=== cmd_frame_builder_flat ===
cmd_frame_builder_flat/density.png
Scale bar: 20 um. The die is cut into 11 by 11 equal tiles; black is low, pale yellow is high, 0 to 100% covered.
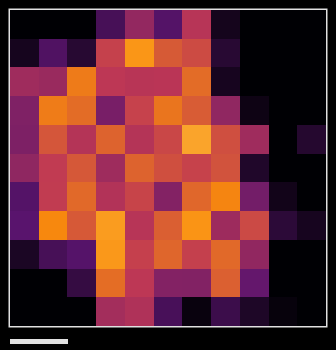

==> config.mk <==
export PLATFORM = sky130hd
export DESIGN_NAME = cmd_frame_builder_flat
export DESIGN_NICKNAME = d
export VERILOG_FILES = /design/src/rtl/cmd_frame_builder_if.sv /design/src/rtl/cmd_frame_builder.sv /design/src/flat_wrapper.sv
export SDC_FILE = /design/constraint.sdc
export NUM_CORES = 1
export LEC_CHECK = 0
export CORE_MARGIN = 2
export CORE_UTILIZATION = 30
export CTS_CLUSTER_DIAMETER = 60
export DETAILED_ROUTE_END_ITERATION = 7
export HOLD_SLACK_MARGIN = 0.03
export PLACE_DENSITY = 0.58
export SLEW_MARGIN = 20
export SYNTH_ARGS = -nofsm -noshare
export SYNTH_HDL_FRONTEND = slang
export SYNTH_SLANG_ARGS = --single-unit
export TNS_END_PERCENT = 5
==> constraint.sdc <==
create_clock -name sd_clock -period 6.4 [get_ports sd_clock]
set_input_delay 0.64 -clock sd_clock [delete_from_list [all_inputs] [get_ports sd_clock]]
set_output_delay 0.64 -clock sd_clock [all_outputs]
set_load 0.005 [all_outputs]
==> src/rtl/cmd_frame_builder_if.sv <==
// Handshake/bus bundle between the command frame builder and its neighbours:
// the requester (start/cmd_index/cmd_arg) and the serializer
// (ser_parallel/ser_enable/ser_complete).
interface cmd_frame_builder_if #(
  parameter int n = 8
);
  logic           start;
  logic [5:0]     cmd_index;
  logic [31:0]    cmd_arg;
  logic           ser_complete;
  logic [n-1:0]   ser_parallel;
  logic           ser_enable;
  logic           busy;
  logic           done;

  modport master (
    output start, cmd_index, cmd_arg, ser_complete,
    input  ser_parallel, ser_enable, busy, done
  );

  modport slave (
    input  start, cmd_index, cmd_arg, ser_complete,
    output ser_parallel, ser_enable, busy, done
  );
endinterface

==> src/rtl/cmd_frame_builder.sv <==
// SD command frame builder: latches an index/argument, computes the CRC-7
// serially over the 40 header bits, then hands the 6-byte frame to a
// parallel-to-serial stage one byte at a time with a one-cycle gap between
// bytes and a one-cycle done pulse at the end.
module cmd_frame_builder #(
  parameter int n = 8
) (
  input  logic               sd_clock,
  input  logic               reset,
  cmd_frame_builder_if.slave bus
);

  localparam logic [2:0] IDLE = 3'd0;
  localparam logic [2:0] CRC  = 3'd1;
  localparam logic [2:0] SEND = 3'd2;
  localparam logic [2:0] GAP  = 3'd3;
  localparam logic [2:0] DONE = 3'd4;

  logic [2:0]   state;
  logic [5:0]   bit_cnt;
  logic [2:0]   byte_cnt;
  logic [6:0]   crc;
  logic [5:0]   idx_q;
  logic [31:0]  arg_q;

  logic [39:0]  frame_head;
  logic [5:0]   bit_pos;
  logic         frame_bit;
  logic         crc_fb;
  logic [6:0]   crc_next;
  logic [n-1:0] frame_byte;

  logic         ser_enable_q;
  logic [n-1:0] ser_parallel_q;
  logic         busy_q;
  logic         done_q;

  assign bus.ser_enable   = ser_enable_q;
  assign bus.ser_parallel = ser_parallel_q;
  assign bus.busy         = busy_q;
  assign bus.done         = done_q;

  // Next CRC value for the current header bit (MSB first) and the frame byte
  // selected by the byte counter.
  always_comb begin
    frame_head = {2'b01, idx_q, arg_q};
    bit_pos    = 6'd39 - bit_cnt;
    frame_bit  = frame_head[bit_pos];
    crc_fb     = frame_bit ^ crc[6];
    crc_next   = {crc[5:0], 1'b0} ^ (crc_fb ? 7'h09 : 7'h00);
    case (byte_cnt)
      3'd0:    frame_byte = {2'b01, idx_q};
      3'd1:    frame_byte = arg_q[31:24];
      3'd2:    frame_byte = arg_q[23:16];
      3'd3:    frame_byte = arg_q[15:8];
      3'd4:    frame_byte = arg_q[7:0];
      3'd5:    frame_byte = {crc, 1'b1};
      default: frame_byte = '0;
    endcase
  end

  // Frame sequencer. Outputs are registered; the first SEND cycle loads the
  // byte and raises ser_enable, and GAP preloads the next byte so the
  // ser_enable low time between bytes is exactly one cycle.
  always_ff @(posedge sd_clock) begin
    if (reset) begin
      state          <= IDLE;
      bit_cnt        <= '0;
      byte_cnt       <= '0;
      crc            <= '0;
      idx_q          <= '0;
      arg_q          <= '0;
      ser_enable_q   <= 1'b0;
      ser_parallel_q <= '0;
      busy_q         <= 1'b0;
      done_q         <= 1'b0;
    end else begin
      done_q <= 1'b0;
      case (state)
        IDLE: begin
          if (bus.start) begin
            idx_q    <= bus.cmd_index;
            arg_q    <= bus.cmd_arg;
            crc      <= '0;
            bit_cnt  <= '0;
            byte_cnt <= '0;
            busy_q   <= 1'b1;
            state    <= CRC;
          end
        end
        CRC: begin
          crc <= crc_next;
          if (bit_cnt == 6'd39) begin
            bit_cnt  <= '0;
            byte_cnt <= '0;
            state    <= SEND;
          end else begin
            bit_cnt <= bit_cnt + 6'd1;
          end
        end
        SEND: begin
          if (!ser_enable_q) begin
            ser_enable_q   <= 1'b1;
            ser_parallel_q <= frame_byte;
          end else if (bus.ser_complete) begin
            ser_enable_q   <= 1'b0;
            ser_parallel_q <= '0;
            if (byte_cnt < 3'd5) begin
              byte_cnt <= byte_cnt + 3'd1;
              state    <= GAP;
            end else begin
              done_q <= 1'b1;
              busy_q <= 1'b0;
              state  <= DONE;
            end
          end
        end
        GAP: begin
          ser_enable_q   <= 1'b1;
          ser_parallel_q <= frame_byte;
          state          <= SEND;
        end
        DONE: begin
          byte_cnt <= '0;
          state    <= IDLE;
        end
        default: begin
          state <= IDLE;
        end
      endcase
    end
  end

endmodule

==> src/flat_wrapper.sv <==
// flat-port wrapper written by rule: the top's interface ports become plain ports
module cmd_frame_builder_flat 
#(
  parameter int n = 8
)
  (sd_clock, reset, bus_start, bus_cmd_index, bus_cmd_arg, bus_ser_complete, bus_ser_parallel, bus_ser_enable, bus_busy, bus_done);
  cmd_frame_builder_if #(.n(n)) bus_i ();
  input  logic sd_clock;
  input  logic reset;
  input wire logic [$bits(bus_i.start)-1:0] bus_start;
  input wire logic [$bits(bus_i.cmd_index)-1:0] bus_cmd_index;
  input wire logic [$bits(bus_i.cmd_arg)-1:0] bus_cmd_arg;
  input wire logic [$bits(bus_i.ser_complete)-1:0] bus_ser_complete;
  output wire logic [$bits(bus_i.ser_parallel)-1:0] bus_ser_parallel;
  output wire logic [$bits(bus_i.ser_enable)-1:0] bus_ser_enable;
  output wire logic [$bits(bus_i.busy)-1:0] bus_busy;
  output wire logic [$bits(bus_i.done)-1:0] bus_done;
  assign bus_i.start = bus_start;
  assign bus_i.cmd_index = bus_cmd_index;
  assign bus_i.cmd_arg = bus_cmd_arg;
  assign bus_i.ser_complete = bus_ser_complete;
  assign bus_ser_parallel = bus_i.ser_parallel;
  assign bus_ser_enable = bus_i.ser_enable;
  assign bus_busy = bus_i.busy;
  assign bus_done = bus_i.done;
  cmd_frame_builder #(.n(n)) u_core (.sd_clock(sd_clock), .reset(reset), .bus(bus_i));
endmodule
=== demux_stream ===
`src/rtl/demux_pkg.sv`:
```
// Shared defaults and select-width helper for the demux_stream block family.
package demux_pkg;

  localparam int WIDTH_DEF = 8;
  localparam int N_DEF     = 8;

  // Width of a channel index; at least one bit so single-channel selects stay legal.
  function automatic int sel_w(input int n);
    return (n > 1) ? $clog2(n) : 1;
  endfunction

endpackage

```
`src/rtl/demux_ptr.sv`:
```
// Rotating channel pointer used by demux_stream in AUTO mode; wraps N-1 -> 0.
module demux_ptr
  import demux_pkg::*;
#(
  parameter  int N    = N_DEF,
  localparam int SELW = sel_w(N)
) (
  input  logic            clk,
  input  logic            rst,
  input  logic            inc,
  output logic [SELW-1:0] ptr
);

  logic [SELW-1:0] ptr_q;
  logic [SELW-1:0] ptr_d;

  always_comb begin
    ptr_d = ptr_q;
    if (inc) begin
      if (ptr_q == SELW'(N - 1)) begin
        ptr_d = '0;
      end else begin
        ptr_d = ptr_q + SELW'(1);
      end
    end
  end

  always_ff @(posedge clk) begin
    if (rst) begin
      ptr_q <= '0;
    end else begin
      ptr_q <= ptr_d;
    end
  end

  assign ptr = ptr_q;

endmodule

```
`src/rtl/demux_stream.sv`:
```
// One-word registered stream demultiplexer with per-channel valid/ready.
// Optional out-of-range error pulse port enabled by macro DEMUX_STREAM_ERR_EN.
module demux_stream
  import demux_pkg::*;
#(
  parameter  int WIDTH = WIDTH_DEF,
  parameter  int N     = N_DEF,
  parameter  int AUTO  = 0,
  localparam int SELW  = sel_w(N)
) (
  input  logic               clk,
  input  logic               rst,
  input  logic [WIDTH-1:0]   in_data,
  input  logic [SELW-1:0]    in_sel,
  input  logic               in_valid,
  output logic               in_ready,
  output logic [N*WIDTH-1:0] out_data,
  output logic [N-1:0]       out_valid,
  input  logic [N-1:0]       out_ready
`ifdef DEMUX_STREAM_ERR_EN
  ,
  output logic               err
`endif
);

  localparam logic [SELW:0] N_L = (SELW + 1)'(N);

  logic             hold_v_q, hold_v_d;
  logic [WIDTH-1:0] hold_d_q, hold_d_d;
  logic [SELW-1:0]  hold_s_q, hold_s_d;
  logic [SELW-1:0]  ptr;
  logic [SELW-1:0]  target;
  logic             accept;
  logic             consume;
  logic             in_range;

  assign consume  = hold_v_q && out_ready[hold_s_q];
  assign in_ready = !hold_v_q || out_ready[hold_s_q];
  assign accept   = in_valid && in_ready;
  assign target   = (AUTO != 0) ? ptr : in_sel;
  assign in_range = ({1'b0, target} < N_L);

  generate
    if (AUTO != 0) begin : g_auto
      demux_ptr #(.N(N)) u_ptr (
        .clk (clk),
        .rst (rst),
        .inc (accept),
        .ptr (ptr)
      );
    end else begin : g_sel
      assign ptr = '0;
    end
  endgenerate

  // A consume frees the slot; an in-range accept in the same edge refills it.
  always_comb begin
    hold_v_d = hold_v_q;
    hold_d_d = hold_d_q;
    hold_s_d = hold_s_q;
    if (consume) begin
      hold_v_d = 1'b0;
    end
    if (accept && in_range) begin
      hold_v_d = 1'b1;
      hold_d_d = in_data;
      hold_s_d = target;
    end
  end

  always_ff @(posedge clk) begin
    if (rst) begin
      hold_v_q <= 1'b0;
      hold_d_q <= '0;
      hold_s_q <= '0;
    end else begin
      hold_v_q <= hold_v_d;
      hold_d_q <= hold_d_d;
      hold_s_q <= hold_s_d;
    end
  end

  always_comb begin
    out_valid = '0;
    out_data  = '0;
    for (int i = 0; i < N; i++) begin
      if (hold_s_q == SELW'(i)) begin
        out_valid[i]                = hold_v_q;
        out_data[i*WIDTH +: WIDTH]  = hold_d_q;
      end
    end
  end

`ifdef DEMUX_STREAM_ERR_EN
  logic err_q, err_d;

  assign err_d = accept && !in_range;

  always_ff @(posedge clk) begin
    if (rst) begin
      err_q <= 1'b0;
    end else begin
      err_q <= err_d;
    end
  end

  assign err = err_q;
`endif

endmodule

```
`config.mk`:
```
export PLATFORM = sky130hd
export DESIGN_NAME = demux_stream
export DESIGN_NICKNAME = d
export VERILOG_FILES = /design/src/rtl/demux_pkg.sv /design/src/rtl/demux_ptr.sv /design/src/rtl/demux_stream.sv
export SDC_FILE = /design/constraint.sdc
export NUM_CORES = 1
export LEC_CHECK = 0
export CAP_MARGIN = 5
export CORE_ASPECT_RATIO = 1.2
export CORE_UTILIZATION = 35
export DETAILED_ROUTE_END_ITERATION = 12
export MAX_ROUTING_LAYER = met4
export PLACE_DENSITY = 0.8
export SYNTH_ARGS = -nofsm -noshare
export SYNTH_HDL_FRONTEND = slang
export SYNTH_SLANG_ARGS = --single-unit
export TNS_END_PERCENT = 1
```
`constraint.sdc`:
```
create_clock -name clk -period 2.05 [get_ports clk]
set_input_delay 0.3075 -clock clk [delete_from_list [all_inputs] [get_ports clk]]
set_output_delay 0.3075 -clock clk [all_outputs]
set_load 0.1 [all_outputs]
```
cmd_frame_builder_flat/final_congestion.png
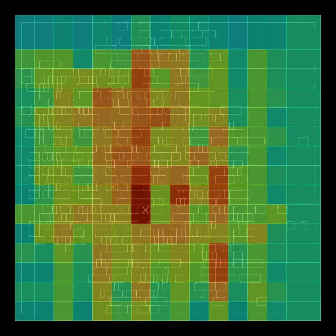
GRT met1 Usage: 0.197
utilization after layout: 0.377

cmd_frame_builder_flat/port_nets.png
Scale bar: 20 um.
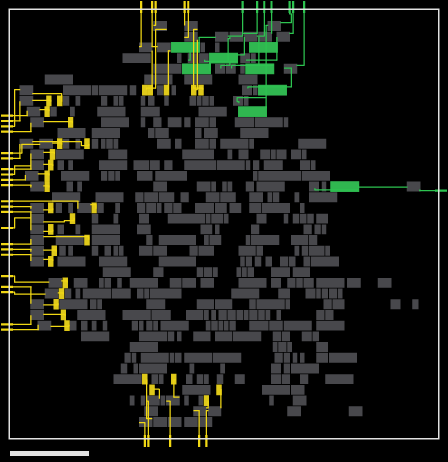
bus_ser_parallel: shown in green, bits 8, direction output, edge 7 top, 1 right, end cells 8, wire 209 um. bus_cmd_arg: shown in yellow, bits 32, direction input, edge 22 left, 5 bottom, 5 top, end cells 32, wire 455 um.
number of I/O pins: 53
count of input and output buffers: 52

Notes on cmd_frame_builder_flat/density.png above:
The fullest tile reaches 80%. 4.1% of the tiles are over 75% full. 24% of the tiles are nearly empty. The densest ninth of the die: center. The mean over all tiles is 33%. The emptiest ninth of the die: upper right.

==> run notes, cmd_frame_builder_flat <==
Flow results are below.

- The flow ran to the end, but the final reports show violations.
- The final reports fail on DRC.
- The critical path startpoint category is a flip-flop, for reference.
- The DRC violation total left in the routed layout is recorded as 5.
- After synthesis, the share of cell area in mux cells is 0.0809.
- The part of the total power dissipated in the clock network is 0.360, for reference.
- The cell sequence reported for the critical path is mux4_1 > a2111oi_0 > o41ai_1 > xor2_1 > nor4b_1 > a221o_1.
- The clock latency on the worst-skew pair is 0.35 ns, for reference.
- The highest clock frequency the design can meet is 0.376 GHz, for reference.
- Subtracting the final worst setup slack from the clock period gives 2.66 ns.
- The largest cell class by area is combinational gates.
- Entering global routing, the biggest net connects 71 pins.
- The number of violations reported at the end of detailed-routing iteration 0 is 248, for reference.
- Per the run report, area growth between synthesis and finish was 23.4%.
- The floorplan net count is 447, for reference.
- Yosys mapped a number of flops with a built-in enable equal to 0.
- The hold path endpoint is u_core.arg_q[8], for reference.
- Pins over their slew limit in the final report were tallied at 0.
- The part of the total power dissipated in sequential elements is 0.482, for reference.
- From left edge to right edge, the die measures 109 um.
[cmd_frame_builder_flat: Yosys cell counts (3+ instances only)]
master,number
dfxtp_1,68
nand3_1,5
o21ai_0,11
or3_1,6
mux4_2,4
buf_6,3
nor2_1,28
clkbuf_1,24
a21oi_1,50
a222oi_1,11
inv_1,10
nor3_1,3
o22ai_1,3
mux2i_1,3
mux2_2,6
mux4_1,3
a22oi_1,18
nand2b_1,5
ha_1,8
nor2b_1,5
nand2_1,90
demux_stream/port_nets.png
Scale bar: 20 um.
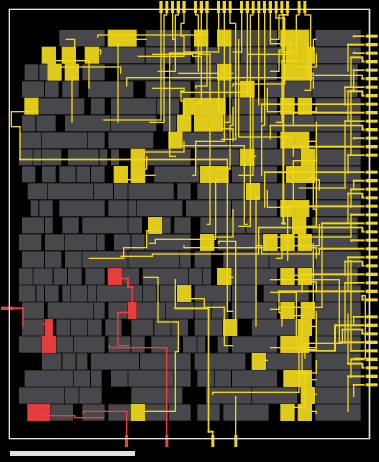
in_sel: shown in red, bits 3, direction input, edge 2 bottom, 1 left, end cells 5, wire 76.6 um. out_data: shown in yellow, bits 64, direction output, edge 40 right, 22 top, 2 bottom, end cells 64, wire 1640 um.

demux_stream/final_congestion.png
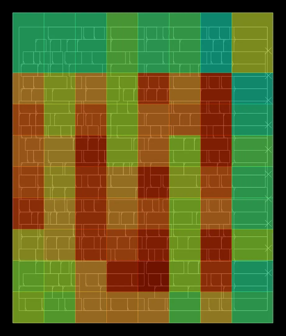
GRT met1 Usage: 0.374
Total Routing Usage GR: 0.326
routed length per placed instance: 21.0 um
utilization after layout: 0.912

==> run notes, demux_stream <==
Flow results are below.

- Among all stages on the critical path, the largest delay is contributed by mux4_2.
- Excluding fillers, the count of instances in the completed layout stands at 305.
- The worst-case clock skew is 0.00356 ns, for reference.
- The checks that failed: DRC, setup timing.
- The launch instance of the worst register-to-register path is hold_s_q[1], for reference.
- The remaining routing DRC violations is 10, for reference.
- The number of gates given a new drive strength after cts is 6, for reference.
- The end-of-flow timing check tallies setup violations at 1.
- The maximum level of the CTS H-tree is 1, for reference.
- The die is 68.4 um tall.
- Counting plain and timing-repair buffers in the layout gives 107.
- The flow ran to the end, but the final reports show violations.
- The first-pass GRT wire length is 9.34 mm, for reference.
- The switching share of power is 0.498, for reference.
- The register with the most flip-flops in the layout has 8 of them.
- In the synthesized netlist, the cells that appear most often are and2_1, nand2_1, dfxtp_1.
- In the post-route analysis, the smallest setup slack over all paths is -0.0154 ns.
- The endpoint identified for the worst register-to-register timing path is hold_d_q[2].
- The met2 track demand over resource in global routing is 0.558, for reference.
==> demux_stream: how the worst min path moves through the flow <==
stage / startpoint / end / slack (ns) / cells past startpoint
detailed placement: hold_d_q[6] / hold_d_q[6] / 0.63 / 2
finish: hold_s_q[1] / hold_s_q[1] / 0.61 / 2
floorplan: in_sel[2] / hold_s_q[2] / 0.46 / 1
global route: hold_s_q[1] / hold_s_q[1] / 0.64 / 2
CTS: hold_s_q[1] / hold_s_q[1] / 0.61 / 2
global placement: hold_d_q[2] / hold_d_q[2] / 0.60 / 2

==> gallery <==
Floorplan with the power grid.
Scale bar: 20 um. Pins as bars on the die edge.
picture 1
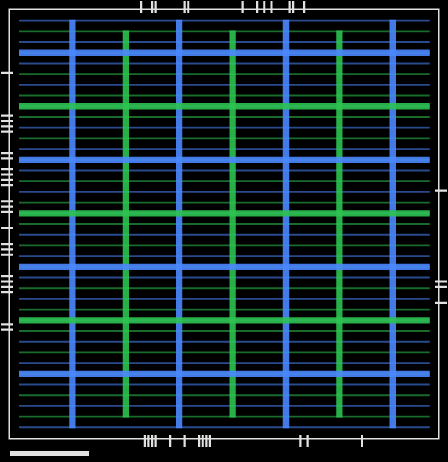
picture 2
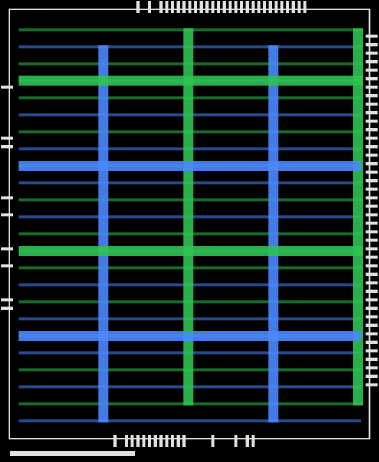
The one with the largest die is picture 1.
The one with the most pins is picture 2.
cmd_frame_builder_flat: picture 1
demux_stream: picture 2



## Gallery

Cell classes on the final placement.
image #1
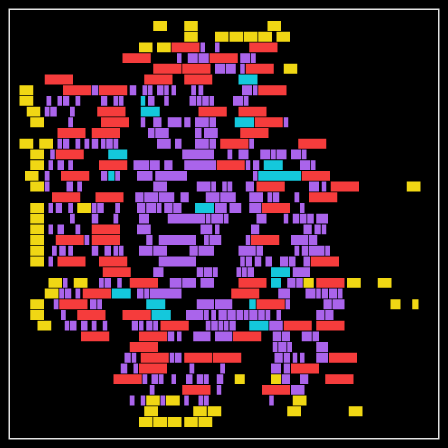
image #2
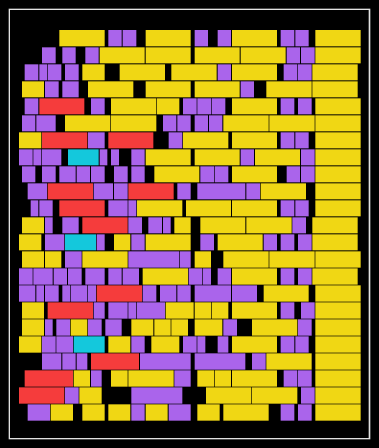
- most cells: image #1
cmd_frame_builder_flat -> image #1
demux_stream -> image #2

Key to image #2:
flip-flops: shown in red, cells 12, share of their area 7.9%. other buffers and delay cells: shown in yellow, cells 107, share of their area 58%. cells driving clock nets: shown in cyan, cells 3, share of their area 1.3%. all other logic: shown in purple, cells 146, share of their area 33%.

Power is estimated from default activity; no workload was simulated.
